# ---- block 1 ----
Figure 1. Supply network (block 1).
Pins as bars on the die edge. Tap cells in gray.
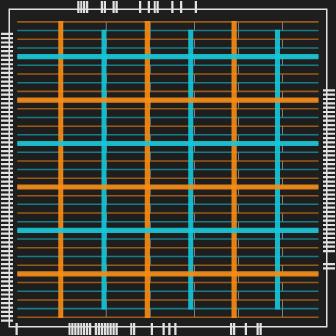

--- src/rtl/vram_access_arbiter.sv ---
// vram_access_arbiter: shares one single-port VRAM between the VGA pixel-fetch
// path (absolute priority) and two game-side clients served round-robin.
// Optional feature macro: VRAM_BLANK_ONLY_EN -- when defined, clients may only
// access the VRAM during blanking; when undefined, clients may use any cycle
// the display leaves free.
module vram_access_arbiter #(
  parameter int ADDR_W     = 15,
  parameter int DATA_W     = 12,
  parameter int RD_LAT     = 1,
  parameter int STARVE_MAX = 1023
) (
  input  logic                clk,
  input  logic                rst_n,
  input  logic                vid_blank,
  input  logic                disp_req,
  input  logic [ADDR_W-1:0]   disp_addr,
  output logic [DATA_W-1:0]   disp_rdata,
  output logic                disp_rvalid,
  input  logic [1:0]          cli_req,
  input  logic [1:0]          cli_we,
  input  logic [2*ADDR_W-1:0] cli_addr,
  input  logic [2*DATA_W-1:0] cli_wdata,
  output logic [1:0]          cli_gnt,
  output logic [DATA_W-1:0]   cli_rdata,
  output logic [1:0]          cli_rvalid,
  output logic [1:0]          starve,
  input  logic                starve_clr,
  output logic                mem_en,
  output logic                mem_we,
  output logic [ADDR_W-1:0]   mem_addr,
  output logic [DATA_W-1:0]   mem_wdata,
  input  logic [DATA_W-1:0]   mem_rdata
);

  localparam int CNT_W = $clog2(STARVE_MAX + 1);
  localparam logic [CNT_W-1:0] CNT_MAX = CNT_W'(STARVE_MAX);
  localparam logic [CNT_W-1:0] CNT_ONE = CNT_W'(1);

  // Read-return tags: which requester a read in flight belongs to.
  localparam logic [1:0] TAG_NONE = 2'd0;
  localparam logic [1:0] TAG_DISP = 2'd1;
  localparam logic [1:0] TAG_CLI0 = 2'd2;
  localparam logic [1:0] TAG_CLI1 = 2'd3;

  // State = who owns the VRAM port in the current cycle.
  typedef enum logic [1:0] {IDLE, DISP, CLI0, CLI1} owner_t;

  owner_t              state, state_nxt;
  logic                rr_ptr;
  logic [1:0]          elig;
  logic [1:0]          gnt_sel;
  logic                acc_we;
  logic [ADDR_W-1:0]   acc_addr;
  logic [DATA_W-1:0]   acc_wdata;
  logic [1:0]          rd_tag_p0;
  logic [1:0]          tag_pn [RD_LAT];
  logic [1:0]          ret_tag;
  logic [DATA_W-1:0]   disp_hold;
  logic [DATA_W-1:0]   cli_hold;
  logic [CNT_W-1:0]    wait_cnt [2];

  // Client eligibility: display always pre-empts; optionally blanking-only.
`ifdef VRAM_BLANK_ONLY_EN
  assign elig = cli_req & {2{~disp_req & vid_blank}};
`else
  logic unused_blank;
  assign unused_blank = vid_blank;
  assign elig = cli_req & {2{~disp_req}};
`endif

  // Next owner: display first, then round-robin between eligible clients.
  always_comb begin
    state_nxt = IDLE;
    gnt_sel   = 2'b00;
    if (disp_req) begin
      state_nxt = DISP;
    end else if (elig[0] && (!elig[1] || !rr_ptr)) begin
      state_nxt = CLI0;
      gnt_sel   = 2'b01;
    end else if (elig[1]) begin
      state_nxt = CLI1;
      gnt_sel   = 2'b10;
    end
  end

  // Grant is a same-cycle pulse; forced low while reset is held.
  assign cli_gnt = rst_n ? gnt_sel : 2'b00;

  // Select the access fields of the chosen owner.
  always_comb begin
    acc_we    = 1'b0;
    acc_addr  = disp_addr;
    acc_wdata = '0;
    case (state_nxt)
      CLI0: begin
        acc_we    = cli_we[0];
        acc_addr  = cli_addr[0 +: ADDR_W];
        acc_wdata = cli_wdata[0 +: DATA_W];
      end
      CLI1: begin
        acc_we    = cli_we[1];
        acc_addr  = cli_addr[ADDR_W +: ADDR_W];
        acc_wdata = cli_wdata[DATA_W +: DATA_W];
      end
      default: ;
    endcase
  end

  // Owner register and round-robin pointer.
  always_ff @(posedge clk or negedge rst_n) begin
    if (!rst_n) begin
      state  <= IDLE;
      rr_ptr <= 1'b0;
    end else begin
      state <= state_nxt;
      if (gnt_sel[0])
        rr_ptr <= 1'b1;
      else if (gnt_sel[1])
        rr_ptr <= 1'b0;
    end
  end

  // Registered VRAM port; address/data only move when an access is issued.
  always_ff @(posedge clk or negedge rst_n) begin
    if (!rst_n) begin
      mem_en    <= 1'b0;
      mem_we    <= 1'b0;
      mem_addr  <= '0;
      mem_wdata <= '0;
    end else begin
      mem_en <= (state_nxt != IDLE);
      mem_we <= acc_we;
      if (state_nxt != IDLE) begin
        mem_addr  <= acc_addr;
        mem_wdata <= acc_wdata;
      end
    end
  end

  // Tag of the read currently presented to the VRAM (writes carry no tag).
  always_comb begin
    rd_tag_p0 = TAG_NONE;
    case (state)
      DISP:    rd_tag_p0 = TAG_DISP;
      CLI0:    rd_tag_p0 = mem_we ? TAG_NONE : TAG_CLI0;
      CLI1:    rd_tag_p0 = mem_we ? TAG_NONE : TAG_CLI1;
      default: rd_tag_p0 = TAG_NONE;
    endcase
  end

  // Tag pipeline matching the VRAM read latency; reset drops reads in flight.
  always_ff @(posedge clk or negedge rst_n) begin
    if (!rst_n) begin
      for (int k = 0; k < RD_LAT; k++) tag_pn[k] <= TAG_NONE;
    end else begin
      tag_pn[0] <= rd_tag_p0;
      for (int k = 1; k < RD_LAT; k++) tag_pn[k] <= tag_pn[k-1];
    end
  end

  assign ret_tag     = tag_pn[RD_LAT-1];
  assign disp_rvalid = (ret_tag == TAG_DISP);
  assign cli_rvalid  = {ret_tag == TAG_CLI1, ret_tag == TAG_CLI0};
  assign disp_rdata  = disp_rvalid ? mem_rdata : disp_hold;
  assign cli_rdata   = (|cli_rvalid) ? mem_rdata : cli_hold;

  // Keep the last returned word so the read buses hold between returns.
  always_ff @(posedge clk or negedge rst_n) begin
    if (!rst_n) begin
      disp_hold <= '0;
      cli_hold  <= '0;
    end else begin
      if (disp_rvalid) disp_hold <= mem_rdata;
      if (|cli_rvalid) cli_hold  <= mem_rdata;
    end
  end

  // Per-client wait counters and sticky starvation flags; clear wins over set.
  always_ff @(posedge clk or negedge rst_n) begin
    if (!rst_n) begin
      for (int i = 0; i < 2; i++) wait_cnt[i] <= '0;
      starve <= 2'b00;
    end else begin
      for (int i = 0; i < 2; i++) begin
        if (starve_clr) begin
          wait_cnt[i] <= '0;
          starve[i]   <= 1'b0;
        end else if (!cli_req[i] || gnt_sel[i]) begin
          wait_cnt[i] <= '0;
        end else if (wait_cnt[i] != CNT_MAX) begin
          wait_cnt[i] <= wait_cnt[i] + CNT_ONE;
          if (wait_cnt[i] == CNT_MAX - CNT_ONE) starve[i] <= 1'b1;
        end
      end
    end
  end

endmodule
--- config.mk ---
export PLATFORM = sky130hd
export DESIGN_NAME = vram_access_arbiter
export DESIGN_NICKNAME = d
export VERILOG_FILES = /design/src/rtl/vram_access_arbiter.sv
export SDC_FILE = /design/constraint.sdc
export NUM_CORES = 1
export LEC_CHECK = 0
export CORE_MARGIN = 2
export CORE_UTILIZATION = 40
export DETAILED_ROUTE_END_ITERATION = 10
export PLACE_DENSITY = 0.77
export SLEW_MARGIN = 10
export SYNTH_ARGS = -nofsm -noshare
export SYNTH_HDL_FRONTEND = slang
export SYNTH_SLANG_ARGS = --single-unit
--- constraint.sdc ---
create_clock -name clk -period 2.22 [get_ports clk]
set_input_delay 0.222 -clock clk [delete_from_list [all_inputs] [get_ports clk]]
set_output_delay 0.222 -clock clk [all_outputs]
set_load 0.01 [all_outputs]
# ---- block 2 ----
**src/rtl/wfg_drive_dac_core.sv**
```systemverilog
// wfg_drive_dac_core: AXI-Stream sample sink that serialises each accepted sample as one SPI DAC write frame.
// Optional macro WFG_DRIVE_DAC_SYNC_EN: each accept additionally waits for a wfg_pat_sync_i pulse.
module wfg_drive_dac_core #(
  parameter int unsigned AXIS_W = 32,
  parameter int unsigned DIV_W  = 8
) (
  input  logic              wb_clk_i,
  input  logic              wb_rst_i,
  input  logic              ctrl_en_q_i,
  input  logic              ctrl_cpol_q_i,
  input  logic              ctrl_lsbfirst_q_i,
  input  logic [4:0]        ctrl_width_q_i,
  input  logic [DIV_W-1:0]  clkcfg_div_q_i,
  input  logic              wfg_pat_sync_i,
  output logic              wfg_drive_dac_tready_o,
  input  logic              wfg_drive_dac_tvalid_i,
  input  logic [AXIS_W-1:0] wfg_drive_dac_tdata_i,
  output logic              dac_sck_o,
  output logic              dac_cs_no,
  output logic              dac_mosi_o,
  output logic              busy_o
);

  localparam int unsigned SH_W = 32;
  localparam int unsigned BC_W = 6;

  typedef enum logic [2:0] {IDLE, SETUP, SHIFT, HOLD, GAP} state_t;

  state_t            state_q;
  logic [DIV_W-1:0]  cnt_q;
  logic [DIV_W-1:0]  div_q;
  logic              cpol_q;
  logic              lsb_q;
  logic [BC_W-1:0]   bits_q;
  logic [BC_W-1:0]   bit_cnt_q;
  logic              ph_q;
  logic [SH_W-1:0]   sh_q;
  logic              cs_n_q;
  logic              mosi_q;
  logic              busy_q;

  logic [SH_W-1:0]   sample_c;
  logic              go_c;
  logic              accept_c;
  logic              tick_c;

  assign sample_c = SH_W'(wfg_drive_dac_tdata_i);
  assign tick_c   = (cnt_q == div_q);

`ifdef WFG_DRIVE_DAC_SYNC_EN
  logic pend_q;

  // Remember a sync pulse that arrived in IDLE before any sample was offered.
  always_ff @(posedge wb_clk_i) begin
    if (wb_rst_i) begin
      pend_q <= 1'b0;
    end else if (accept_c) begin
      pend_q <= 1'b0;
    end else if (state_q == IDLE && wfg_pat_sync_i && !wfg_drive_dac_tvalid_i) begin
      pend_q <= 1'b1;
    end
  end

  assign go_c = wfg_pat_sync_i | pend_q;
`else
  logic unused_sync;
  assign unused_sync = wfg_pat_sync_i;
  assign go_c        = 1'b1;
`endif

  assign wfg_drive_dac_tready_o = ~wb_rst_i & ctrl_en_q_i & go_c & (state_q == IDLE);
  assign accept_c               = wfg_drive_dac_tready_o & wfg_drive_dac_tvalid_i;

  // SCK follows the live idle level outside a frame and the shadowed level inside it.
  assign dac_sck_o  = (state_q == IDLE) ? ctrl_cpol_q_i : (cpol_q ^ ph_q);
  assign dac_cs_no  = cs_n_q;
  assign dac_mosi_o = mosi_q;
  assign busy_o     = busy_q;

  always_ff @(posedge wb_clk_i) begin
    if (wb_rst_i) begin
      state_q   <= IDLE;
      cnt_q     <= '0;
      div_q     <= '0;
      cpol_q    <= 1'b0;
      lsb_q     <= 1'b0;
      bits_q    <= '0;
      bit_cnt_q <= '0;
      ph_q      <= 1'b0;
      sh_q      <= '0;
      cs_n_q    <= 1'b1;
      mosi_q    <= 1'b0;
      busy_q    <= 1'b0;
    end else begin
      case (state_q)
        IDLE: begin
          if (accept_c) begin
            state_q   <= SETUP;
            cs_n_q    <= 1'b0;
            busy_q    <= 1'b1;
            cnt_q     <= '0;
            bit_cnt_q <= '0;
            ph_q      <= 1'b0;
            div_q     <= clkcfg_div_q_i;
            cpol_q    <= ctrl_cpol_q_i;
            lsb_q     <= ctrl_lsbfirst_q_i;
            bits_q    <= BC_W'(ctrl_width_q_i) + BC_W'(1);
            // MSB-first pre-aligns bit W-1 to the top so bits above W-1 fall off.
            if (ctrl_lsbfirst_q_i) begin
              sh_q   <= sample_c;
              mosi_q <= sample_c[0];
            end else begin
              sh_q   <= sample_c << (5'd31 - ctrl_width_q_i);
              mosi_q <= sample_c[ctrl_width_q_i];
            end
          end
        end
        SETUP: begin
          if (tick_c) begin
            cnt_q   <= '0;
            state_q <= SHIFT;
          end else begin
            cnt_q <= cnt_q + DIV_W'(1);
          end
        end
        SHIFT: begin
          if (tick_c) begin
            cnt_q <= '0;
            ph_q  <= ~ph_q;
            if (ph_q) begin
              bit_cnt_q <= bit_cnt_q + BC_W'(1);
              if (bit_cnt_q + BC_W'(1) == bits_q) begin
                state_q <= HOLD;
              end else if (lsb_q) begin
                sh_q   <= {1'b0, sh_q[SH_W-1:1]};
                mosi_q <= sh_q[1];
              end else begin
                sh_q   <= {sh_q[SH_W-2:0], 1'b0};
                mosi_q <= sh_q[SH_W-2];
              end
            end
          end else begin
            cnt_q <= cnt_q + DIV_W'(1);
          end
        end
        HOLD: begin
          if (tick_c) begin
            cnt_q   <= '0;
            cs_n_q  <= 1'b1;
            mosi_q  <= 1'b0;
            state_q <= GAP;
          end else begin
            cnt_q <= cnt_q + DIV_W'(1);
          end
        end
        GAP: begin
          if (tick_c) begin
            cnt_q   <= '0;
            busy_q  <= 1'b0;
            state_q <= IDLE;
          end else begin
            cnt_q <= cnt_q + DIV_W'(1);
          end
        end
        default: state_q <= IDLE;
      endcase
    end
  end

endmodule
```
**config.mk**
```make
export PLATFORM = sky130hd
export DESIGN_NAME = wfg_drive_dac_core
export DESIGN_NICKNAME = d
export VERILOG_FILES = /design/src/rtl/wfg_drive_dac_core.sv
export SDC_FILE = /design/constraint.sdc
export NUM_CORES = 1
export LEC_CHECK = 0
export CAP_MARGIN = 10
export CORE_ASPECT_RATIO = 1.2
export CORE_MARGIN = 1.5
export CORE_UTILIZATION = 58
export DETAILED_ROUTE_END_ITERATION = 10
export PLACE_DENSITY = 0.81
export SLEW_MARGIN = 0
export SYNTH_ARGS = -nofsm -noshare
export SYNTH_HDL_FRONTEND = slang
export SYNTH_SLANG_ARGS = --single-unit
```
**constraint.sdc**
```tcl
create_clock -name wb_clk_i -period 3 [get_ports wb_clk_i]
set_input_delay 0.45 -clock wb_clk_i [delete_from_list [all_inputs] [get_ports wb_clk_i]]
set_output_delay 0.45 -clock wb_clk_i [all_outputs]
set_load 0.01 [all_outputs]
```
# ---- block 3 ----
[src/rtl/bist_pkg.sv]
// Shared types and sizing helpers for the FIFO BIST sequencer.
package bist_pkg;

    localparam int BIST_DEPTH = 16;

    typedef enum logic [1:0] {
        IDLE,
        WRITE,
        READ,
        DONE
    } bist_state_t;

    function automatic int bist_width(input int n);
        return (n > 1) ? $clog2(n) : 1;
    endfunction

endpackage

[src/rtl/bist_cnt.sv]
// Loadable up-counter with a terminal-count flag at MAX.
module bist_cnt #(
    parameter int W   = 5,
    parameter int MAX = 16
) (
    input  logic         clk,
    input  logic         rst,
    input  logic         load,
    input  logic [W-1:0] din,
    input  logic         en,
    output logic [W-1:0] q,
    output logic         tc
);

    assign tc = (q == W'(MAX));

    always_ff @(posedge clk) begin
        if (rst) begin
            q <= '0;
        end else if (load) begin
            q <= din;
        end else if (en) begin
            q <= q + W'(1);
        end
    end

endmodule

[src/rtl/bist_ctrl.sv]
// FIFO BIST sequencer: fill from ROM, read back, compare, sticky verdict.
// Define BIST_ERR_COUNT_EN to build the mismatch counter behind ERR_COUNT.
module bist_ctrl
    import bist_pkg::*;
#(
    parameter int DEPTH = BIST_DEPTH,
    parameter int AW    = bist_width(DEPTH),
    parameter int CW    = bist_width(DEPTH + 1)
) (
    input  logic          CLK,
    input  logic          RST,
    input  logic          START,
    input  logic          FIFO_FULL,
    input  logic          FIFO_EMPTY,
    input  logic          PASS,
    output logic          WR_EN,
    output logic          RD_EN,
    output logic [AW-1:0] ROM_ADDR,
    output logic          COMP_EN,
    output logic          BUSY,
    output logic          DONE,
    output logic          FAIL,
    output logic [CW-1:0] ERR_COUNT
);

    bist_state_t   state;
    bist_state_t   state_nx;
    logic [CW-1:0] cnt;
    logic          cnt_tc;
    logic          cnt_ld;
    logic          issue;
    logic          start_ok;
    logic          full_err;
    logic          empty_err;
    logic          abort;
    logic          mism;
    logic          wr_q;
    logic          comp_q;

    assign start_ok  = START && (state == IDLE || state == bist_pkg::DONE);
    assign issue     = (state == WRITE || state == READ) && !cnt_tc;
    assign full_err  = FIFO_FULL && wr_q;
    assign empty_err = FIFO_EMPTY && RD_EN;
    assign abort     = full_err || empty_err;
    assign mism      = comp_q && !PASS;
    assign cnt_ld    = start_ok || (state == WRITE && cnt_tc);

    // Issue counter runs 0..DEPTH; the DEPTH value marks the drain cycle.
    bist_cnt #(
        .W   (CW),
        .MAX (DEPTH)
    ) u_issue (
        .clk  (CLK),
        .rst  (RST),
        .load (cnt_ld),
        .din  ('0),
        .en   (issue),
        .q    (cnt),
        .tc   (cnt_tc)
    );

    always_ff @(posedge CLK) begin
        if (RST) begin
            state <= IDLE;
        end else begin
            state <= state_nx;
        end
    end

    always_comb begin
        state_nx = state;
        unique case (state)
            IDLE: begin
                if (START) state_nx = WRITE;
            end
            WRITE: begin
                if (full_err)    state_nx = bist_pkg::DONE;
                else if (cnt_tc) state_nx = READ;
            end
            READ: begin
                if (empty_err || cnt_tc) state_nx = bist_pkg::DONE;
            end
            bist_pkg::DONE: begin
                if (START) state_nx = WRITE;
            end
            default: state_nx = IDLE;
        endcase
    end

    always_comb begin
        BUSY     = (state == WRITE) || (state == READ);
        DONE     = (state == bist_pkg::DONE);
        RD_EN    = (state == READ) && !cnt_tc;
        ROM_ADDR = issue ? cnt[AW-1:0] : '0;
    end

    // Strobes trail the address by one cycle to match ROM/FIFO latency.
    always_ff @(posedge CLK) begin
        if (RST || abort) begin
            wr_q   <= 1'b0;
            comp_q <= 1'b0;
        end else begin
            wr_q   <= (state == WRITE) && !cnt_tc;
            comp_q <= RD_EN;
        end
    end

    assign WR_EN   = wr_q;
    assign COMP_EN = comp_q;

    always_ff @(posedge CLK) begin
        if (RST || start_ok) begin
            FAIL <= 1'b0;
        end else if (mism || abort) begin
            FAIL <= 1'b1;
        end
    end

`ifdef BIST_ERR_COUNT_EN
    logic err_tc;

    bist_cnt #(
        .W   (CW),
        .MAX (DEPTH)
    ) u_err (
        .clk  (CLK),
        .rst  (RST),
        .load (start_ok),
        .din  ('0),
        .en   (mism && !err_tc),
        .q    (ERR_COUNT),
        .tc   (err_tc)
    );
`else
    assign ERR_COUNT = '0;
`endif

endmodule

[config.mk]
export PLATFORM = sky130hd
export DESIGN_NAME = bist_ctrl
export DESIGN_NICKNAME = d
export VERILOG_FILES = /design/src/rtl/bist_pkg.sv /design/src/rtl/bist_cnt.sv /design/src/rtl/bist_ctrl.sv
export SDC_FILE = /design/constraint.sdc
export NUM_CORES = 1
export LEC_CHECK = 0
export CAP_MARGIN = 20
export CORE_MARGIN = 2
export CORE_UTILIZATION = 48
export DETAILED_ROUTE_END_ITERATION = 8
export PLACE_DENSITY = 0.81
export SLEW_MARGIN = 15
export SYNTH_ARGS = -nofsm -noshare
export SYNTH_HDL_FRONTEND = slang
export SYNTH_HIERARCHICAL = 1
export SYNTH_SLANG_ARGS = --single-unit
[constraint.sdc]
create_clock -name CLK -period 3.3 [get_ports CLK]
set_clock_uncertainty 0.1 [all_clocks]
set_input_delay 0.66 -clock CLK [delete_from_list [all_inputs] [get_ports CLK]]
set_output_delay 0.66 -clock CLK [all_outputs]
set_load 0.03 [all_outputs]
# ---- block 4 ----
==> config.mk <==
export PLATFORM = sky130hd
export DESIGN_NAME = mac_arbiter
export DESIGN_NICKNAME = d
export VERILOG_FILES = /design/src/rtl/mac_arbiter.sv
export SDC_FILE = /design/constraint.sdc
export NUM_CORES = 1
export LEC_CHECK = 0
export CELL_PAD_IN_SITES_DETAIL_PLACEMENT = 2
export CELL_PAD_IN_SITES_GLOBAL_PLACEMENT = 2
export CORE_MARGIN = 10
export CORE_UTILIZATION = 16
export CTS_CLUSTER_SIZE = 25
export DETAILED_ROUTE_END_ITERATION = 6
export GPL_TIMING_DRIVEN = 1
export PLACE_DENSITY = 0.86
export SKIP_CTS_REPAIR_TIMING = 1
export SLEW_MARGIN = 20
export SYNTH_ARGS = -nofsm -noshare
export SYNTH_HDL_FRONTEND = slang
export SYNTH_SLANG_ARGS = --single-unit
==> constraint.sdc <==
create_clock -name clk -period 1.58 [get_ports clk]
set_input_delay 0.158 -clock clk [delete_from_list [all_inputs] [get_ports clk]]
set_output_delay 0.158 -clock clk [all_outputs]
set_load 0.1 [all_outputs]
==> src/rtl/mac_arbiter.sv <==
// mac_arbiter: shares one mult_reduce among NUM_REQ requesters in NUM_ELEMENTS-pair bursts and tags each result with its requester.
// Define MAC_ARB_ROUND_ROBIN_EN for round-robin grant; otherwise the lowest-index valid requester wins.
module mac_arbiter #(
  parameter int NUM_REQ = 4,
  parameter int DATA_WIDTH = 12,
  parameter int NUM_ELEMENTS = 5
) (
  input  logic clk,
  input  logic rst_n,
  input  logic [NUM_REQ-1:0] req_valid_in,
  output logic [NUM_REQ-1:0] req_ready_in,
  input  logic [NUM_REQ*DATA_WIDTH-1:0] req_dataa_in,
  input  logic [NUM_REQ*DATA_WIDTH-1:0] req_datab_in,
  output logic mac_valid_out,
  input  logic mac_ready_out,
  output logic [DATA_WIDTH-1:0] mac_dataa_out,
  output logic [DATA_WIDTH-1:0] mac_datab_out,
  input  logic mac_valid_in,
  output logic mac_ready_in,
  input  logic [2*DATA_WIDTH-1:0] mac_result_in,
  output logic res_valid_out,
  input  logic res_ready_out,
  output logic [2*DATA_WIDTH-1:0] res_data_out,
  output logic [$clog2(NUM_REQ)-1:0] res_id_out
);
  localparam int IW = $clog2(NUM_REQ);
  localparam int CW = $clog2(NUM_ELEMENTS+1);
  typedef enum logic [1:0] {IDLE, BURST, WAIT, OUTPUT} state_t;
  state_t state, state_nxt;
  logic [IW-1:0] grant, pick;
  logic [CW-1:0] cnt;
  logic pair_hs, last_pair;
  assign pair_hs = mac_valid_out && mac_ready_out;
  assign last_pair = pair_hs && (cnt == CW'(NUM_ELEMENTS-1));
`ifdef MAC_ARB_ROUND_ROBIN_EN
  logic [IW-1:0] ptr;
  logic [NUM_REQ-1:0] rot;
  int sum;
  // rotate so bit 0 is the pointer position, then take the lowest set bit
  always_comb begin
    rot = NUM_REQ'({req_valid_in, req_valid_in} >> ptr);
    sum = int'(ptr);
    for (int k = NUM_REQ-1; k >= 0; k--) if (rot[k]) sum = int'(ptr) + k;
    pick = IW'(sum >= NUM_REQ ? sum - NUM_REQ : sum);
  end
  always_ff @(posedge clk or negedge rst_n)
    if (!rst_n) ptr <= '0;
    else if (state == OUTPUT && res_ready_out) ptr <= (int'(grant) == NUM_REQ-1) ? '0 : grant + 1'b1;
`else
  always_comb begin
    pick = '0;
    for (int k = NUM_REQ-1; k >= 0; k--) if (req_valid_in[k]) pick = IW'(k);
  end
`endif
  always_ff @(posedge clk or negedge rst_n)
    if (!rst_n) state <= IDLE;
    else state <= state_nxt;
  always_comb begin
    state_nxt = state;
    case (state)
      IDLE:    if (|req_valid_in) state_nxt = BURST;
      BURST:   if (last_pair) state_nxt = WAIT;
      WAIT:    if (mac_valid_in) state_nxt = OUTPUT;
      OUTPUT:  if (res_ready_out) state_nxt = IDLE;
      default: state_nxt = IDLE;
    endcase
  end
  always_comb begin
    mac_valid_out = (state == BURST) && req_valid_in[grant];
    req_ready_in = (state == BURST) ? ({{(NUM_REQ-1){1'b0}}, mac_ready_out} << grant) : '0;
    mac_ready_in = (state == WAIT);
    mac_dataa_out = req_dataa_in[grant*DATA_WIDTH +: DATA_WIDTH];
    mac_datab_out = req_datab_in[grant*DATA_WIDTH +: DATA_WIDTH];
  end
  always_ff @(posedge clk or negedge rst_n)
    if (!rst_n) begin
      grant <= '0;
      cnt <= '0;
      res_valid_out <= 1'b0;
      res_data_out <= '0;
      res_id_out <= '0;
    end else begin
      if (state == IDLE && |req_valid_in) begin
        grant <= pick;
        cnt <= '0;
      end
      if (pair_hs) cnt <= cnt + 1'b1;
      if (state == WAIT && mac_valid_in) begin
        res_valid_out <= 1'b1;
        res_data_out <= mac_result_in;
        res_id_out <= grant;
      end else if (state == OUTPUT && res_ready_out) res_valid_out <= 1'b0;
    end
endmodule

==> notes/layouts.md <==
Pictures saved along the way, in no particular order.

Cells colored by class.
shot_01.png
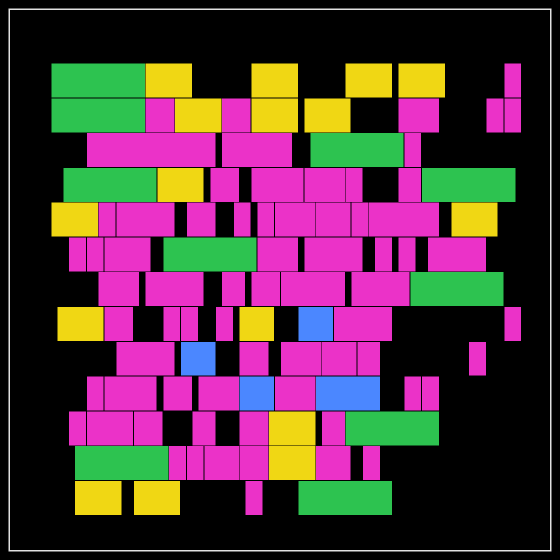
shot_02.png
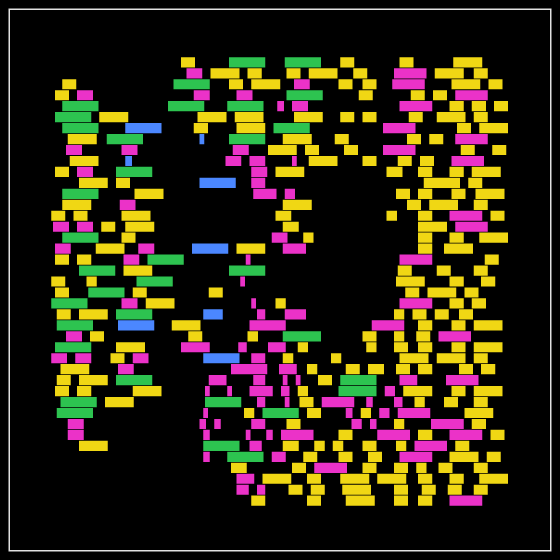
shot_03.png
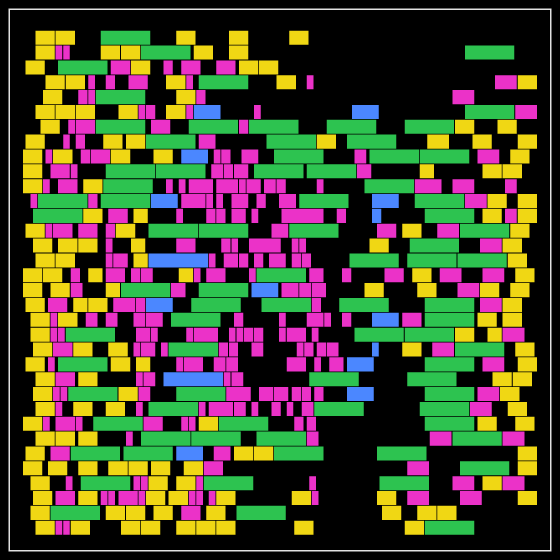
shot_04.png
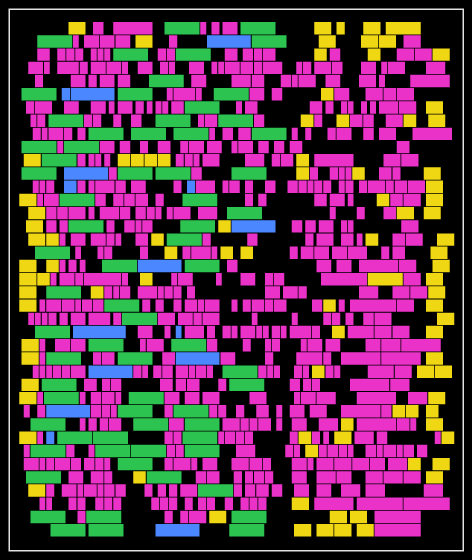
For block 4, see shot_02.png.
For block 2, see shot_04.png.
For block 1, see shot_03.png.
For block 3, see shot_01.png.
- fewest cells: shot_01.png
- most cells: shot_04.png

Key to shot_03.png:
color	class	cells
green	flip-flops	80
yellow	other buffers and delay cells	159
magenta	all other logic	229
blue	clock drivers and dummy loads	15

Figure 2. Routing congestion map (block 1).
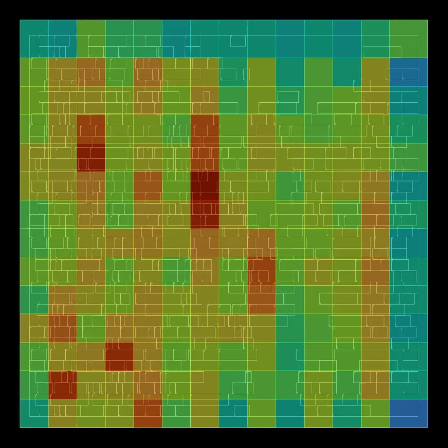
Total Routing Usage GR: 19.7%
met2 Resource Use GR: 33.6%

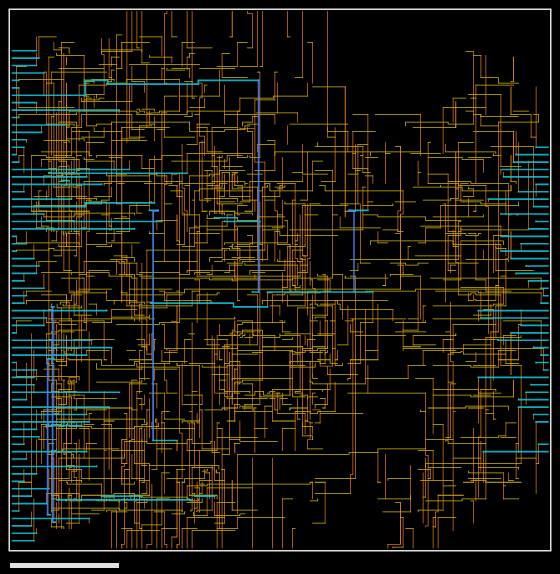
Figure 3: block 1, wiring by layer.
Bar = 20 um.
color	layer	wire length
cyan	met3	888 um
blue	met4	166 um
orange	met2	4590 um
yellow	met1	3820 um

## Picture notes: Figure 1
color	net
orange	VSS
cyan	VDD
met5 straps	6
met1 rails	35
rows	34
signal pins	150
tap cells	108

==> reports/qor.log, block 1 <==
INFO  global_route   grt_overflow=0
INFO  logic_synthesis leading_register_cell_type_out_of_synthesis=dfrtp_1
INFO  setup_path     worstPathBufferInverterCount=2
INFO  setup_path     worst_r2r_startpoint=wait_cnt[1]$_DFFE_PN0P_
INFO  timing         fmaxAchievable=0.467GHz
INFO  routing        drc_violation_total_after_the_first_tritonroute_iteration=152
INFO  logic_synthesis post_synthesis_instance_total=324
INFO  finish         mostFrequentLayoutCell=clkdlybuf4s50_1
INFO  floorplanning  rows=34
INFO  finish         stdcell_area=5460squm
INFO  logic_synthesis synth-seq-area-share=55.6%
INFO  logic_synthesis synthMuxAreaShare=11.9%
INFO  timing         final.min_clock_period=2.14ns
INFO  status         status=finished, final reports clean
INFO  routing        drc_errors=0
INFO  setup_path     endpoint=disp_rdata[5]
INFO  setup_path     cp.arrival=1.92ns
INFO  setup_path     cp_max_fo=6
INFO  clocking       cts.repair_timing.setup_buffer_count=0
INFO  finish         antenna_cells=0
INFO  place          io_buf_count=148
INFO  floorplanning  core_region_area=8720squm
INFO  finish         final.clkbuf_count=12
INFO  finish         multiInputCombCellCount=217
INFO  logic_synthesis most_common_cell=dfrtp_1
INFO  clocking       post_cts_resize_count=0
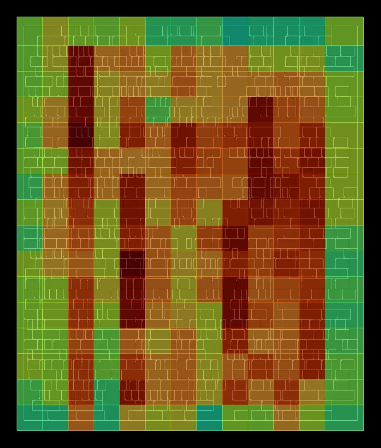
Figure 4: block 2, routing congestion map.
WL/cell: 21.7 um
global-route track usage on met1: 45.9%

==> reports/qor.log, block 2 <==
INFO  status         status=finished, final reports clean
INFO  timing         max-slew-margin-rel=53.0%
INFO  setup_path     worstPathBufferInverterCount=0
INFO  setup_path     worstReg2RegEnd=sh_q[15]$_SDFFE_PP0P_
INFO  setup_path     worst_path_dominant_cell_family=simple AND/OR/NAND/NOR gates
INFO  logic_synthesis synth-seq-area-share=24.4%
INFO  setup_path     worst_r2r_startpoint=state_q[1]$_SDFFE_PP0P_
INFO  global_route   grt_first_pass_wirelength=30400um
INFO  timing         final-setup-viol-count=0
INFO  finish         mostFrequentLayoutCell=nand2_1
INFO  timing         final.hold.worst_slack=0.466ns
INFO  finish         max_ffs_per_register=32
INFO  worst_hold_path hold_path_startpoint=div_q[6]$_SDFFE_PP0P_
INFO  logic_synthesis leading_register_cell_type_out_of_synthesis=dfxtp_1
INFO  setup_path     critical_path.startpoint=state_q[1]$_SDFFE_PP0P_
INFO  global_route   first_global_vias=5720
INFO  global_route   use_met3=6.45%
INFO  logic_synthesis synthDistinctLibCells=68
INFO  routing        route.vias.total=5945
INFO  finish         top_regs=sh_q x32, cnt_q x8, div_q x8
INFO  logic_synthesis synth_area=5660squm
INFO  job            max_cap_viol_count=0
INFO  logic_synthesis most_common_cell=nand2_1
INFO  clocking       clock_latency=0.34ns
INFO  logic_synthesis synthesis.area_per_instance=8.15squm
INFO  timing         max_slew.worst_pin.slew=0.699ns
INFO  worst_hold_path worstHoldPathType=reg2reg
INFO  global_route   grt_max_degree=40
INFO  timing         final_max_slew_viol_count=0
INFO  setup_path     critPathLaunchType=flip-flop
INFO  logic_synthesis yosys.area.top_type_share=24.4%
INFO  place          gpl.final_weighted_congestion=1.06
INFO  setup_path     cp.arrival=2.90ns
INFO  logic_synthesis synth_warnings=0
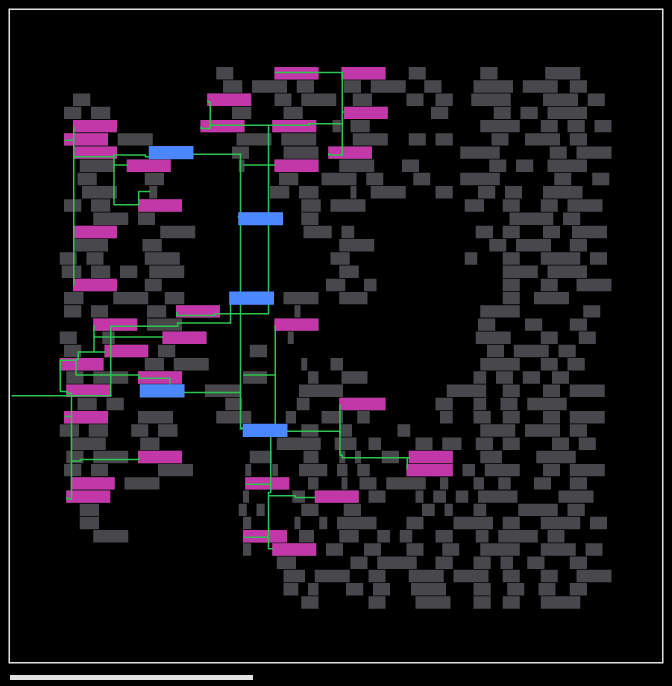
Figure 5: block 4, clock distribution.
Bar = 50 um.
[magenta] flip-flops | count: 34
[blue] cells driving clock nets | count: 5
[green] clock wires | length: 600 um
routed clock nets	6
worst clock skew on the final layout: 0.00301 ns
Clock Latency Late Sink: 0.28 ns

==> reports/qor.log, block 4 <==
INFO  status         status=finished with violations
INFO  status         violations=setup timing
INFO  routing        wirelength_met1=4330um
INFO  place          dp_hpwl=10300um
INFO  setup_path     worst_path_dominant_cell_family=multiplexers
INFO  setup_path     worst_r2r_startpoint=grant[0]$_DFFE_PN0P_
INFO  timing         final-setup-viol-count=30
INFO  logic_synthesis compound_area_share=4.33%
INFO  global_route   grt_overflow=0
INFO  timing         finalWorstSetupSlack=-0.292ns
INFO  finish         layout.area.top_class=non-clock buffers
INFO  clocking       worst_setup_hold_path_clk_slew=0.06ns
INFO  floorplanning  core_region_area=12700squm
INFO  clocking       cts_num_sinks=34
INFO  logic_synthesis most_common_cell=dfrtp_1
INFO  clocking       clock_tree.buffer_depth=2
INFO  setup_path     req_time_crit_path=1.42ns
INFO  routing        top_sig_layer=met5
INFO  setup_path     crit_cells=4
INFO  finish         mostFrequentLayoutCell=clkdlybuf4s50_1
INFO  finish         design.seq.count=34
INFO  logic_synthesis edf_count=0
INFO  finish         dominant_logic_cell_types_in_the_final_layout=clkdlybuf4s50_1, buf_12, dfrtp_1, mux4_2, mux2_2
INFO  finish         final-clk-cell-share=2.83%
INFO  setup_path     cell_breakdown_of_the_critical_path=buf_12 -> clkbuf_16 -> mux4_2 -> buf_12
INFO  place          io_buf_count=185
INFO  finish         drive_above_1_share=46.2%
INFO  finish         comb_area=1260squm
INFO  timing         final_max_slew_viol_count=0
INFO  clocking       tritoncts.num_buffers=5
INFO  floorplanning  fp.dieW=134um
INFO  routing        vias_per_std_cell=4.18
INFO  clocking       total_number_of_h_tree_levels=2
INFO  place          post_dp_cell_area=4890squm
INFO  finish         max_ffs_per_register=24
INFO  timing         max_slew.worst_pin.slew=0.476ns
INFO  setup_path     reg2reg_setup_slack=-0.13ns
INFO  logic_synthesis yosys.area_share.simple=5.95%
INFO  finish         utilization=41.2%
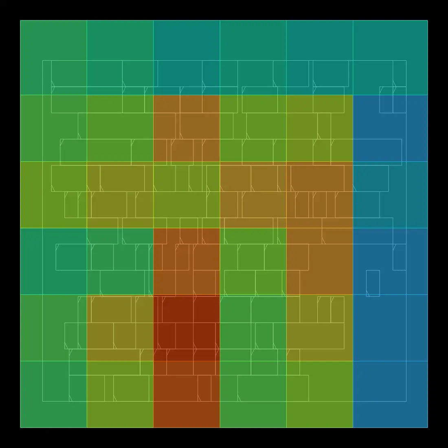
Figure 6: block 3, routing congestion map.
global-route track usage on met1: 20.9%
Layout Utilization: 67.9%

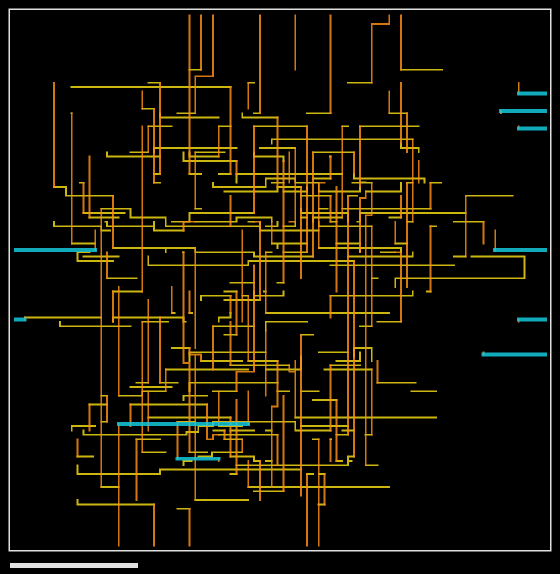
Figure 7: block 3, wiring by layer.
Bar = 10 um.
color	layer	wire length
orange	met2	631 um
yellow	met1	612 um
cyan	met3	38.6 um

==> reports/qor.log, block 3 <==
INFO  status         status=finished, final reports clean
INFO  logic_synthesis synth_warnings=6
INFO  routing        wl_met3=38um
INFO  job            openroad.warnings=30
INFO  job            max_cap_viol_count=0
INFO  timing         final-setup-viol-count=0
INFO  finish         final-clk-cell-share=4.01%
INFO  clocking       cts_num_sinks=10
INFO  routing        route.vias.total=570
INFO  floorplanning  nWellTaps=15
INFO  place          post_dp_cell_area=870squm
INFO  global_route   grt_util_all_layers=15.7%
INFO  clocking       cts_tree=yes
INFO  floorplanning  rows=13
INFO  setup_path     reg2reg_setup_slack=1.43ns
INFO  logic_synthesis synthDistinctLibCells=32
INFO  finish         layout.area.top_class=logic gates
INFO  floorplanning  num_io_pins=21
INFO  setup_path     timing.reg2reg.worst_path_depth=9
INFO  logic_synthesis netlist.top_cell.by_area=dfxtp_1
INFO  setup_path     critPathLaunchType=flip-flop
INFO  timing         timing_hold_violations_final=0
INFO  place          dp_hpwl=943um
INFO  finish         comb_area=457squm
INFO  setup_path     req_time_crit_path=2.54ns
INFO  setup_path     cp.arrival=2.18ns
INFO  floorplanning  die-height=42.2um
INFO  routing        route.detailed.wl_per_inst=11.2um
INFO  logic_synthesis most_numerous_cell_types_in_the_synthesized_netlist=dfxtp_1, inv_1, ha_1

# ---- block 5 ----
Figure 8. Routing congestion map (block 5).
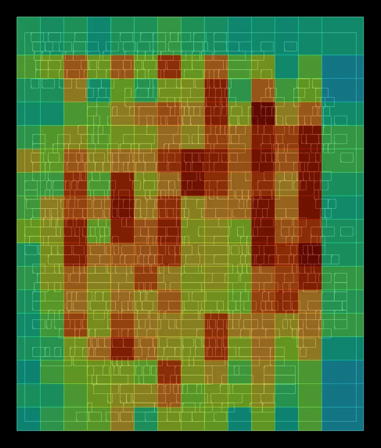

File: src/rtl/ball_pkg.sv
// rtl/ball_pkg.sv - shared constants, FSM states and helpers for the ball collision engine
package ball_pkg;

  localparam int COORD_W   = 10;
  localparam int BALL_SIZE = 4;
  localparam int BRICK_W   = 16;
  localparam int BRICK_H   = 8;
  localparam int SCREEN_W  = 320;
  localparam int SCREEN_H  = 240;
  localparam int PLAT_W    = 40;
  localparam int PLAT_Y    = 224;

  typedef enum logic [2:0] {IDLE, ISSUE, WAIT, SAMPLE, RESOLVE} state_t;

  function automatic logic [1:0] lowest_idx(input logic [3:0] v);
    lowest_idx = 2'd0;
    for (int i = 3; i >= 0; i--) begin
      if (v[i]) lowest_idx = 2'(i);
    end
  endfunction

endpackage

File: src/rtl/ball_probe_gen.sv
// rtl/ball_probe_gen.sv - leading-edge probe address and range check for one probe index
module ball_probe_gen #(
  parameter int COORD_W   = 10,
  parameter int BALL_SIZE = 4,
  parameter int SCREEN_W  = 320,
  parameter int SCREEN_H  = 240
) (
  input  logic [COORD_W-1:0] x,
  input  logic [COORD_W-1:0] y,
  input  logic               x_du,
  input  logic               y_du,
  input  logic [1:0]         idx,
  output logic [COORD_W-1:0] px,
  output logic [COORD_W-1:0] py,
  output logic               in_range
);

  localparam logic [COORD_W:0] BS  = (COORD_W+1)'(BALL_SIZE);
  localparam logic [COORD_W:0] ONE = (COORD_W+1)'(1);
  localparam logic [COORD_W:0] SW  = (COORD_W+1)'(SCREEN_W);
  localparam logic [COORD_W:0] SH  = (COORD_W+1)'(SCREEN_H);

  logic [COORD_W:0] xe, ye, lead_x, lead_y, qx, qy;

  // One extra bit: underflow of x-1 / y-1 lands far above the screen size, so a single compare rejects both ends.
  always_comb begin
    xe     = {1'b0, x};
    ye     = {1'b0, y};
    lead_y = y_du ? ye + BS : ye - ONE;
    lead_x = x_du ? xe + BS : xe - ONE;
    qx     = xe;
    qy     = lead_y;
    case (idx)
      2'd0:    begin qx = xe;            qy = lead_y;        end
      2'd1:    begin qx = xe + BS - ONE; qy = lead_y;        end
      2'd2:    begin qx = lead_x;        qy = ye;            end
      default: begin qx = lead_x;        qy = ye + BS - ONE; end
    endcase
    in_range = (qx < SW) && (qy < SH);
    px       = qx[COORD_W-1:0];
    py       = qy[COORD_W-1:0];
  end

endmodule

File: src/rtl/ball_collision_engine.sv
// rtl/ball_collision_engine.sv - per-frame ball vs brick/wall/platform collision FSM
module ball_collision_engine #(
  parameter int COORD_W   = ball_pkg::COORD_W,
  parameter int BALL_SIZE = ball_pkg::BALL_SIZE,
  parameter int SCREEN_W  = ball_pkg::SCREEN_W,
  parameter int SCREEN_H  = ball_pkg::SCREEN_H,
  parameter int PLAT_W    = ball_pkg::PLAT_W,
  parameter int PLAT_Y    = ball_pkg::PLAT_Y,
  parameter int MEM_LAT   = 1,
  parameter int HEALTH_W  = 2
) (
  input  logic                clk,
  input  logic                reset,
  input  logic                logic_go,
  input  logic [COORD_W-1:0]  ballx,
  input  logic [COORD_W-1:0]  bally,
  input  logic [COORD_W-1:0]  platx,
  output logic                mem_rd,
  output logic [COORD_W-1:0]  memx,
  output logic [COORD_W-1:0]  memy,
  input  logic [HEALTH_W-1:0] health,
  input  logic [COORD_W-1:0]  brickx,
  input  logic [COORD_W-1:0]  bricky,
  output logic                col_valid,
  output logic                col_axis,
  output logic [COORD_W-1:0]  col_x,
  output logic [COORD_W-1:0]  col_y,
  output logic                x_du,
  output logic                y_du,
  output logic                plat_hit,
  output logic                ball_lost,
  output logic                done,
  output logic                busy
);

  import ball_pkg::*;

  localparam int CNT_W = (MEM_LAT > 1) ? $clog2(MEM_LAT) : 1;
  localparam logic [COORD_W:0] BS = (COORD_W+1)'(BALL_SIZE);
  localparam logic [COORD_W:0] SW = (COORD_W+1)'(SCREEN_W);
  localparam logic [COORD_W:0] SH = (COORD_W+1)'(SCREEN_H);
  localparam logic [COORD_W:0] PW = (COORD_W+1)'(PLAT_W);
  localparam logic [COORD_W:0] PY = (COORD_W+1)'(PLAT_Y);

  state_t             state_q, state_d;
  logic [COORD_W-1:0] x_q, x_d, y_q, y_d, plat_x_q, plat_x_d;
  logic [3:0]         pend_q, pend_d;
  logic [1:0]         cur_q, cur_d;
  logic [CNT_W-1:0]   wcnt_q, wcnt_d;
  logic               xhit_q, xhit_d, yhit_q, yhit_d;
  logic               x_du_q, x_du_d, y_du_q, y_du_d;
  logic               busy_q, busy_d, done_q, done_d;
  logic               plat_q, plat_d, lost_q, lost_d;

  logic [COORD_W-1:0] src_x, src_y;
  logic [COORD_W-1:0] prx [4];
  logic [COORD_W-1:0] pry [4];
  logic [3:0]         rng;
  logic [1:0]         iss_idx;
  logic [3:0]         rem;
  logic [COORD_W:0]   x_far, y_far, plat_end;
  logic               y_top, y_floor, y_plat, x_left, x_right;

  // In IDLE the generators look at the live inputs so the first probe can issue the very next cycle.
  assign src_x = (state_q == IDLE) ? ballx : x_q;
  assign src_y = (state_q == IDLE) ? bally : y_q;

  for (genvar g = 0; g < 4; g++) begin : g_probe
    ball_probe_gen #(
      .COORD_W  (COORD_W),
      .BALL_SIZE(BALL_SIZE),
      .SCREEN_W (SCREEN_W),
      .SCREEN_H (SCREEN_H)
    ) u_probe (
      .x       (src_x),
      .y       (src_y),
      .x_du    (x_du_q),
      .y_du    (y_du_q),
      .idx     (2'(g)),
      .px      (prx[g]),
      .py      (pry[g]),
      .in_range(rng[g])
    );
  end

  assign x_far    = {1'b0, x_q} + BS;
  assign y_far    = {1'b0, y_q} + BS;
  assign plat_end = {1'b0, plat_x_q} + PW;
  assign y_top    = (y_q == '0) && !y_du_q;
  assign y_floor  = y_du_q && (y_far >= SH);
  assign y_plat   = y_du_q && (y_far == PY) && (x_far > {1'b0, plat_x_q}) && ({1'b0, x_q} < plat_end);
  assign x_left   = (x_q == '0) && !x_du_q;
  assign x_right  = x_du_q && (x_far >= SW);

  always_comb begin
    state_d   = state_q;
    x_d       = x_q;
    y_d       = y_q;
    plat_x_d  = plat_x_q;
    pend_d    = pend_q;
    cur_d     = cur_q;
    wcnt_d    = wcnt_q;
    xhit_d    = xhit_q;
    yhit_d    = yhit_q;
    x_du_d    = x_du_q;
    y_du_d    = y_du_q;
    busy_d    = busy_q;
    done_d    = 1'b0;
    plat_d    = 1'b0;
    lost_d    = 1'b0;
    mem_rd    = 1'b0;
    memx      = '0;
    memy      = '0;
    col_valid = 1'b0;
    col_axis  = 1'b0;
    col_x     = '0;
    col_y     = '0;
    iss_idx   = lowest_idx(pend_q);
    rem       = pend_q;
    case (state_q)
      IDLE: begin
        if (logic_go) begin
          x_d      = ballx;
          y_d      = bally;
          plat_x_d = platx;
          busy_d   = 1'b1;
          xhit_d   = 1'b0;
          yhit_d   = 1'b0;
          pend_d   = rng;
          state_d  = (|rng) ? ISSUE : RESOLVE;
        end
      end
      ISSUE: begin
        mem_rd  = 1'b1;
        memx    = prx[iss_idx];
        memy    = pry[iss_idx];
        cur_d   = iss_idx;
        pend_d  = pend_q & ~(4'b0001 << iss_idx);
        wcnt_d  = CNT_W'(MEM_LAT - 2);
        state_d = (MEM_LAT == 1) ? SAMPLE : WAIT;
      end
      WAIT: begin
        if (wcnt_q == '0) state_d = SAMPLE;
        else              wcnt_d  = wcnt_q - CNT_W'(1);
      end
      SAMPLE: begin
        if (|health) begin
          col_valid = 1'b1;
          col_axis  = cur_q[1];
          col_x     = brickx;
          col_y     = bricky;
          if (cur_q[1]) xhit_d = 1'b1;
          else          yhit_d = 1'b1;
          // A hit on the first probe of an axis makes its partner redundant.
          if (cur_q == 2'd0) rem[1] = 1'b0;
          if (cur_q == 2'd2) rem[3] = 1'b0;
        end
        pend_d  = rem;
        state_d = (|rem) ? ISSUE : RESOLVE;
      end
      RESOLVE: begin
        if (y_top) begin
          y_du_d = 1'b1;
        end else if (y_floor) begin
          y_du_d = 1'b0;
          lost_d = 1'b1;
        end else if (y_plat) begin
          y_du_d = 1'b0;
          plat_d = 1'b1;
        end else if (yhit_q) begin
          y_du_d = ~y_du_q;
        end
        if (x_left)       x_du_d = 1'b1;
        else if (x_right) x_du_d = 1'b0;
        else if (xhit_q)  x_du_d = ~x_du_q;
        done_d  = 1'b1;
        busy_d  = 1'b0;
        state_d = IDLE;
      end
      default: state_d = IDLE;
    endcase
  end

  always_ff @(posedge clk or posedge reset) begin
    if (reset) begin
      state_q  <= IDLE;
      x_q      <= '0;
      y_q      <= '0;
      plat_x_q <= '0;
      pend_q   <= '0;
      cur_q    <= '0;
      wcnt_q   <= '0;
      xhit_q   <= 1'b0;
      yhit_q   <= 1'b0;
      x_du_q   <= 1'b1;
      y_du_q   <= 1'b0;
      busy_q   <= 1'b0;
      done_q   <= 1'b0;
      plat_q   <= 1'b0;
      lost_q   <= 1'b0;
    end else begin
      state_q  <= state_d;
      x_q      <= x_d;
      y_q      <= y_d;
      plat_x_q <= plat_x_d;
      pend_q   <= pend_d;
      cur_q    <= cur_d;
      wcnt_q   <= wcnt_d;
      xhit_q   <= xhit_d;
      yhit_q   <= yhit_d;
      x_du_q   <= x_du_d;
      y_du_q   <= y_du_d;
      busy_q   <= busy_d;
      done_q   <= done_d;
      plat_q   <= plat_d;
      lost_q   <= lost_d;
    end
  end

  assign x_du      = x_du_q;
  assign y_du      = y_du_q;
  assign busy      = busy_q;
  assign done      = done_q;
  assign plat_hit  = plat_q;
  assign ball_lost = lost_q;

endmodule

File: config.mk
export PLATFORM = sky130hd
export DESIGN_NAME = ball_collision_engine
export DESIGN_NICKNAME = d
export VERILOG_FILES = /design/src/rtl/ball_pkg.sv /design/src/rtl/ball_probe_gen.sv /design/src/rtl/ball_collision_engine.sv
export SDC_FILE = /design/constraint.sdc
export NUM_CORES = 1
export LEC_CHECK = 0
export CAP_MARGIN = 20
export CORE_ASPECT_RATIO = 1.2
export CORE_MARGIN = 2
export CORE_UTILIZATION = 45
export DETAILED_ROUTE_END_ITERATION = 10
export PLACE_DENSITY = 0.8
export SETUP_SLACK_MARGIN = 0.4
export SYNTH_ARGS = -nofsm -noshare
export SYNTH_HDL_FRONTEND = slang
export SYNTH_SLANG_ARGS = --single-unit
File: constraint.sdc
create_clock -name clk -period 15.4 [get_ports clk]
set_clock_uncertainty 0.1 [all_clocks]
set_input_delay 4.62 -clock clk [delete_from_list [all_inputs] [get_ports clk]]
set_output_delay 4.62 -clock clk [all_outputs]
set_load 0.1 [all_outputs]
# ---- block 6 ----
--- config.mk ---
export PLATFORM = sky130hd
export DESIGN_NAME = debounce_pulse
export DESIGN_NICKNAME = d
export VERILOG_FILES = /design/src/rtl/debounce_pulse.sv
export SDC_FILE = /design/constraint.sdc
export NUM_CORES = 1
export LEC_CHECK = 0
export ABC_CLOCK_PERIOD_IN_PS = 2600
export CAP_MARGIN = 5
export CORE_UTILIZATION = 61
export DETAILED_ROUTE_END_ITERATION = 8
export PLACE_DENSITY = 0.9
export SYNTH_ARGS = -nofsm -noshare
export SYNTH_HDL_FRONTEND = slang
export SYNTH_SLANG_ARGS = --single-unit
--- constraint.sdc ---
create_clock -name CLOCK -period 2.6 [get_ports CLOCK]
set_clock_uncertainty 0.2 [all_clocks]
set_input_delay 0.65 -clock CLOCK [delete_from_list [all_inputs] [get_ports CLOCK]]
set_output_delay 0.65 -clock CLOCK [all_outputs]
set_load 0.01 [all_outputs]
--- src/rtl/debounce_pulse.sv ---
// Debounces a raw push-button into a clean level and one single-cycle press strobe.
// Latency: 2 synchroniser cycles plus STABLE_COUNT+... i.e. outputs move at edge STABLE_COUNT+2 after the pin settles.
// No backpressure: free-running, one PULSE per accepted press regardless of hold time.
module debounce_pulse #(
    parameter logic ACTIVE_LOW   = 1'b1,
    parameter int   STABLE_COUNT = 1000000,
    parameter int   CNT_WIDTH    = 20
) (
    input  logic CLOCK,
    input  logic RESET,
    input  logic BUTTON_IN,
    output logic PULSE,
    output logic LEVEL
);

    typedef enum logic [1:0] {
        RELEASED     = 2'd0,
        PRESS_WAIT   = 2'd1,
        PRESSED      = 2'd2,
        RELEASE_WAIT = 2'd3
    } state_t;

    // Terminal count: the counter reaches this value after STABLE_COUNT-1
    // increments, so the accepting edge is the STABLE_COUNT-th stable sample.
    localparam logic [CNT_WIDTH-1:0] CNT_MAX = CNT_WIDTH'(STABLE_COUNT - 1);

    logic                 sync1_q;
    logic                 sync2_q;
    logic                 pressed;
    logic                 cnt_at_max;
    state_t               state_q;
    state_t               state_d;
    logic [CNT_WIDTH-1:0] cnt_q;
    logic [CNT_WIDTH-1:0] cnt_d;
    logic                 pulse_q;
    logic                 pulse_d;
    logic                 level_q;
    logic                 level_d;

    // Two-flop synchroniser; resets to the released pin level so reset never
    // looks like a press edge.
    always_ff @(posedge CLOCK) begin
        if (RESET) begin
            sync1_q <= ACTIVE_LOW;
            sync2_q <= ACTIVE_LOW;
        end else begin
            sync1_q <= BUTTON_IN;
            sync2_q <= sync1_q;
        end
    end

    // Normalised input: 1 means the button is pressed whatever the pin polarity.
    assign pressed    = sync2_q ^ ACTIVE_LOW;
    assign cnt_at_max = (cnt_q == CNT_MAX);

    // Debounce next-state, stability counter and output decode.
    always_comb begin
        state_d = state_q;
        cnt_d   = cnt_q;
        pulse_d = 1'b0;
        unique case (state_q)
            RELEASED: begin
                cnt_d = '0;
                if (pressed) begin
                    state_d = PRESS_WAIT;
                end
            end
            PRESS_WAIT: begin
                if (!pressed) begin
                    // Bounce during press: drop back silently.
                    state_d = RELEASED;
                    cnt_d   = '0;
                end else if (cnt_at_max) begin
                    state_d = PRESSED;
                    cnt_d   = '0;
                    pulse_d = 1'b1;
                end else begin
                    cnt_d = cnt_q + 1'b1;
                end
            end
            PRESSED: begin
                cnt_d = '0;
                if (!pressed) begin
                    state_d = RELEASE_WAIT;
                end
            end
            RELEASE_WAIT: begin
                if (pressed) begin
                    // Release bounce: still the same press, no new strobe.
                    state_d = PRESSED;
                    cnt_d   = '0;
                end else if (cnt_at_max) begin
                    state_d = RELEASED;
                    cnt_d   = '0;
                end else begin
                    cnt_d = cnt_q + 1'b1;
                end
            end
            default: begin
                state_d = RELEASED;
                cnt_d   = '0;
            end
        endcase
        // Level follows the state being entered so it moves on the same edge
        // as the strobe.
        level_d = (state_d == PRESSED) || (state_d == RELEASE_WAIT);
    end

    // FSM state, counter and registered outputs.
    always_ff @(posedge CLOCK) begin
        if (RESET) begin
            state_q <= RELEASED;
            cnt_q   <= '0;
            pulse_q <= 1'b0;
            level_q <= 1'b0;
        end else begin
            state_q <= state_d;
            cnt_q   <= cnt_d;
            pulse_q <= pulse_d;
            level_q <= level_d;
        end
    end

    assign PULSE = pulse_q;
    assign LEVEL = level_q;

endmodule

Figure 9. Clock distribution (block 5).
Bar = 20 um.
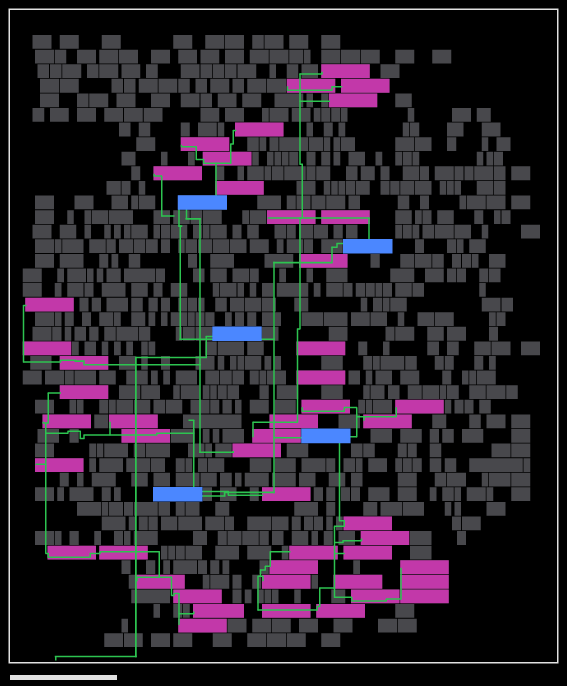
[green] clock wires | length: 761 um
[magenta] flip-flops | count: 48
[blue] cells driving clock nets | count: 5
routed clock nets	6

About Figure 8:
layer with the highest usage after global routing: met2
Layout Utilization: 57.9%
WL/cell: 17.3 um
global-route track usage on met1: 28.9%

==> reports/qor.log, block 5 <==
INFO  setup_path     worstReg2RegEnd=state_q[0]$_DFFE_PP0P_
INFO  place          preCtsSetupSlack=1.85ns
INFO  global_route   first_global_vias=5138
INFO  timing         rsz0062_at_grt=false
INFO  logic_synthesis synth_flops=48
INFO  clocking       cts-root-buf=clkbuf_16
INFO  floorplanning  nWellTaps=154
INFO  floorplanning  fp_util=46.5%
INFO  clocking       worst_setup_hold_path_clk_slew=0.07ns
INFO  routing        drc_violation_total_after_the_first_tritonroute_iteration=328
INFO  finish         non_clock_buffer_area_share=16.8%
INFO  timing         max-slew-margin-rel=32.7%
INFO  finish         comb_area=3700squm
INFO  finish         layout.filler_cells=1066
INFO  timing         finalWorstSetupSlack=1.76ns
INFO  routing        drtPass1Iterations=6
INFO  setup_path     critPathLaunchType=input pin
INFO  logic_synthesis compound_area_share=20.4%
INFO  logic_synthesis synth.yosys.chip_area=5180squm
INFO  clocking       clock_latency=0.30ns
INFO  job            openroad.warnings=30
INFO  finish         top_regs=plat_x_q x10, x_q x10, y_q x10
INFO  timing         final.hold.worst_slack=0.379ns
INFO  routing        vias_per_std_cell=5.97
INFO  timing         final.min_clock_period=13.64ns
INFO  logic_synthesis area_leaders=dfrtp_1, ha_1, mux2_2
INFO  global_route   grt_first_pass_wirelength=24800um
INFO  timing         timing_hold_violations_final=0
INFO  finish         final.clkbuf_count=5
INFO  worst_hold_path hold_path_startpoint=busy$_DFFE_PP0P_
INFO  status         status=finished, final reports clean
INFO  setup_path     req_time_crit_path=10.68ns
INFO  clocking       cts.repair_timing.setup_buffer_count=0
INFO  setup_path     critical_path.startpoint=bally[2]
INFO  finish         syn_to_final_growth=24.5%
INFO  finish         multiInputCombCellCount=550
INFO  clocking       cts_num_sinks=48
INFO  logic_synthesis yosys.area.top_type_share=22.7%
INFO  worst_hold_path min_path_cells=1
INFO  setup_path     endpoint=memy[9]
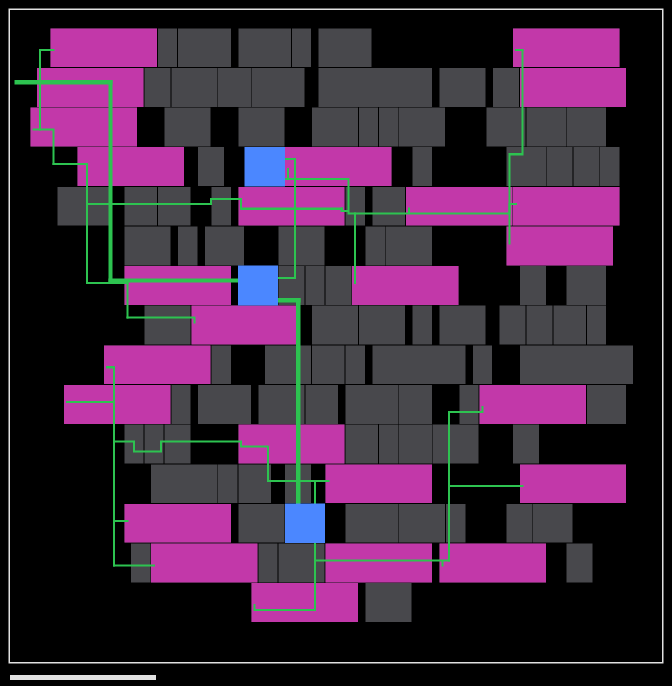
Figure 10: block 6, clock distribution.
Bar = 10 um.
[magenta] flip-flops | count: 25
[green] clock wires | length: 234 um
[blue] cells driving clock nets | count: 3
routed clock nets	4
flops lie	spread over the die

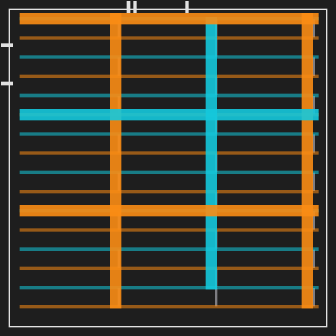
Figure 11: block 6, supply network.
Pins as bars on the die edge. Tap cells in gray.
color	net
orange	VSS
cyan	VDD
met4 straps	3
tap cells	25
core area: 1730 sq um
vertical die size: 44.8 um

==> reports/qor.log, block 6 <==
INFO  finish         nonClockInverterCount=3
INFO  setup_path     cp_max_fo=4
INFO  logic_synthesis netlist.top_cell.by_area=dfxtp_1
INFO  finish         finish.net_count=124
INFO  finish         number_of_standard_cells_in_the_layout_taps_in_and_fillers_out=144
INFO  logic_synthesis adder_share=1.12%
INFO  finish         seq_area_share=42.4%
INFO  finish         final.clkbuf_count=3
INFO  finish         layout.area.top_class=logic gates
INFO  clocking       cts.repair_timing.setup_buffer_count=0
INFO  clocking       hold_buffers=0
INFO  routing        met2_routed_length=954um
INFO  timing         final-setup-viol-count=0
INFO  routing        wirelength_met1=867um
INFO  worst_hold_path worstHoldPathType=reg2reg
INFO  place          post_dp_cell_area=1150squm
INFO  finish         comb_area_share=48.3%
INFO  finish         non_clock_buffer_area_share=3.39%
INFO  status         status=finished, final reports clean
INFO  setup_path     req_time_crit_path=1.75ns
INFO  finish         max_ffs_per_register=20
INFO  finish         syn_to_final_growth=5.84%
INFO  finish         stdcell_area=1180squm
INFO  timing         finalWorstSetupSlack=0.477ns


==> screenshots <==
Supply network.
Pins as bars on the die edge. Tap cells in gray.
(a)
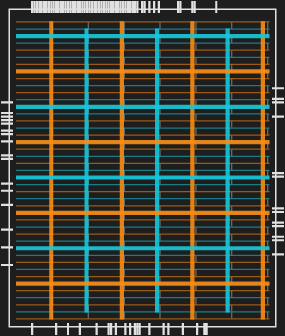
(b)
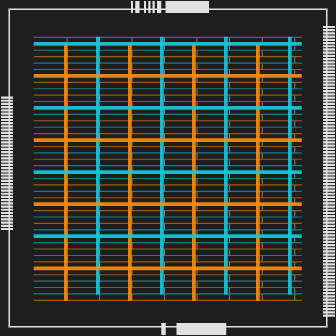
(c)
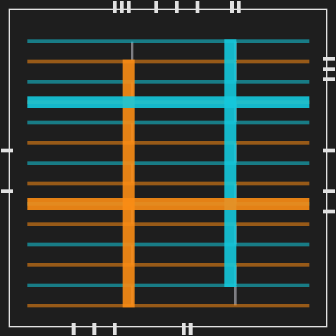
(d)
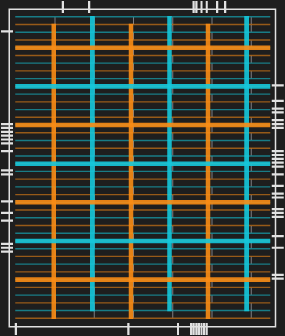
Block 5 is (a).
Block 3 is (c).
Block 2 is (d).
Block 4 is (b).
- largest die: (b)
- smallest die: (c)

Key to (a):
color	net
cyan	VDD
orange	VSS
met1 rails	43
signal pins	104
met4 straps	7
rows	42


==> gallery <==
Wiring by layer.
picture 1
Bar = 10 um.
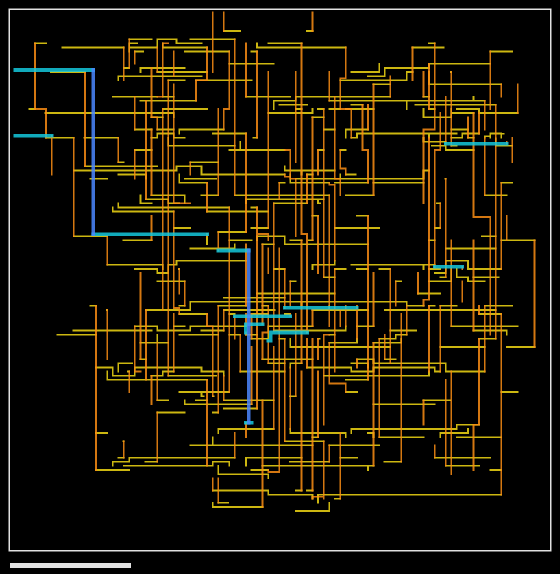
picture 2
Bar = 50 um.
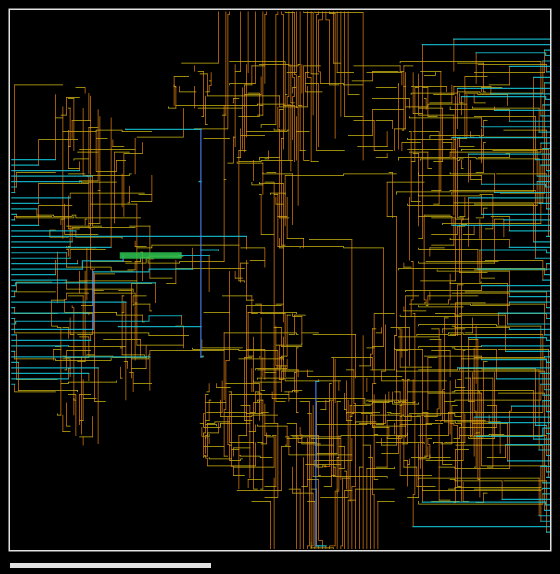
picture 3
Bar = 20 um.
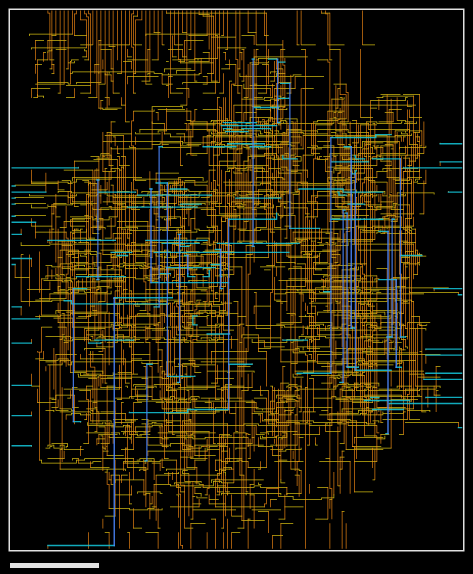
picture 4
Bar = 20 um.
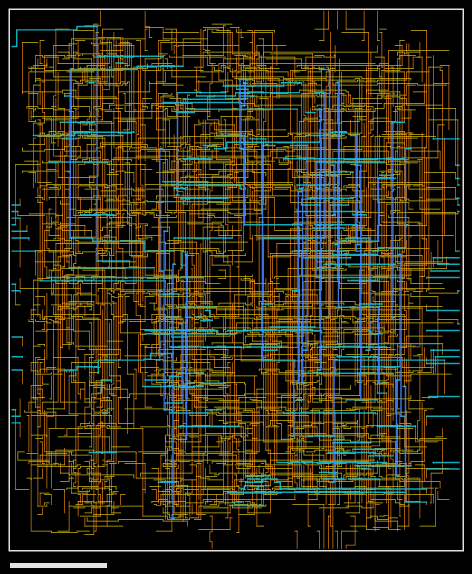
| from | picture |
|---|---|
| block 4 | picture 2 |
| block 6 | picture 1 |
| block 2 | picture 4 |
| block 5 | picture 3 |

Key to picture 4:
color	layer	wire length
blue	met4	1010 um
cyan	met3	1420 um
orange	met2	9150 um
yellow	met1	7220 um

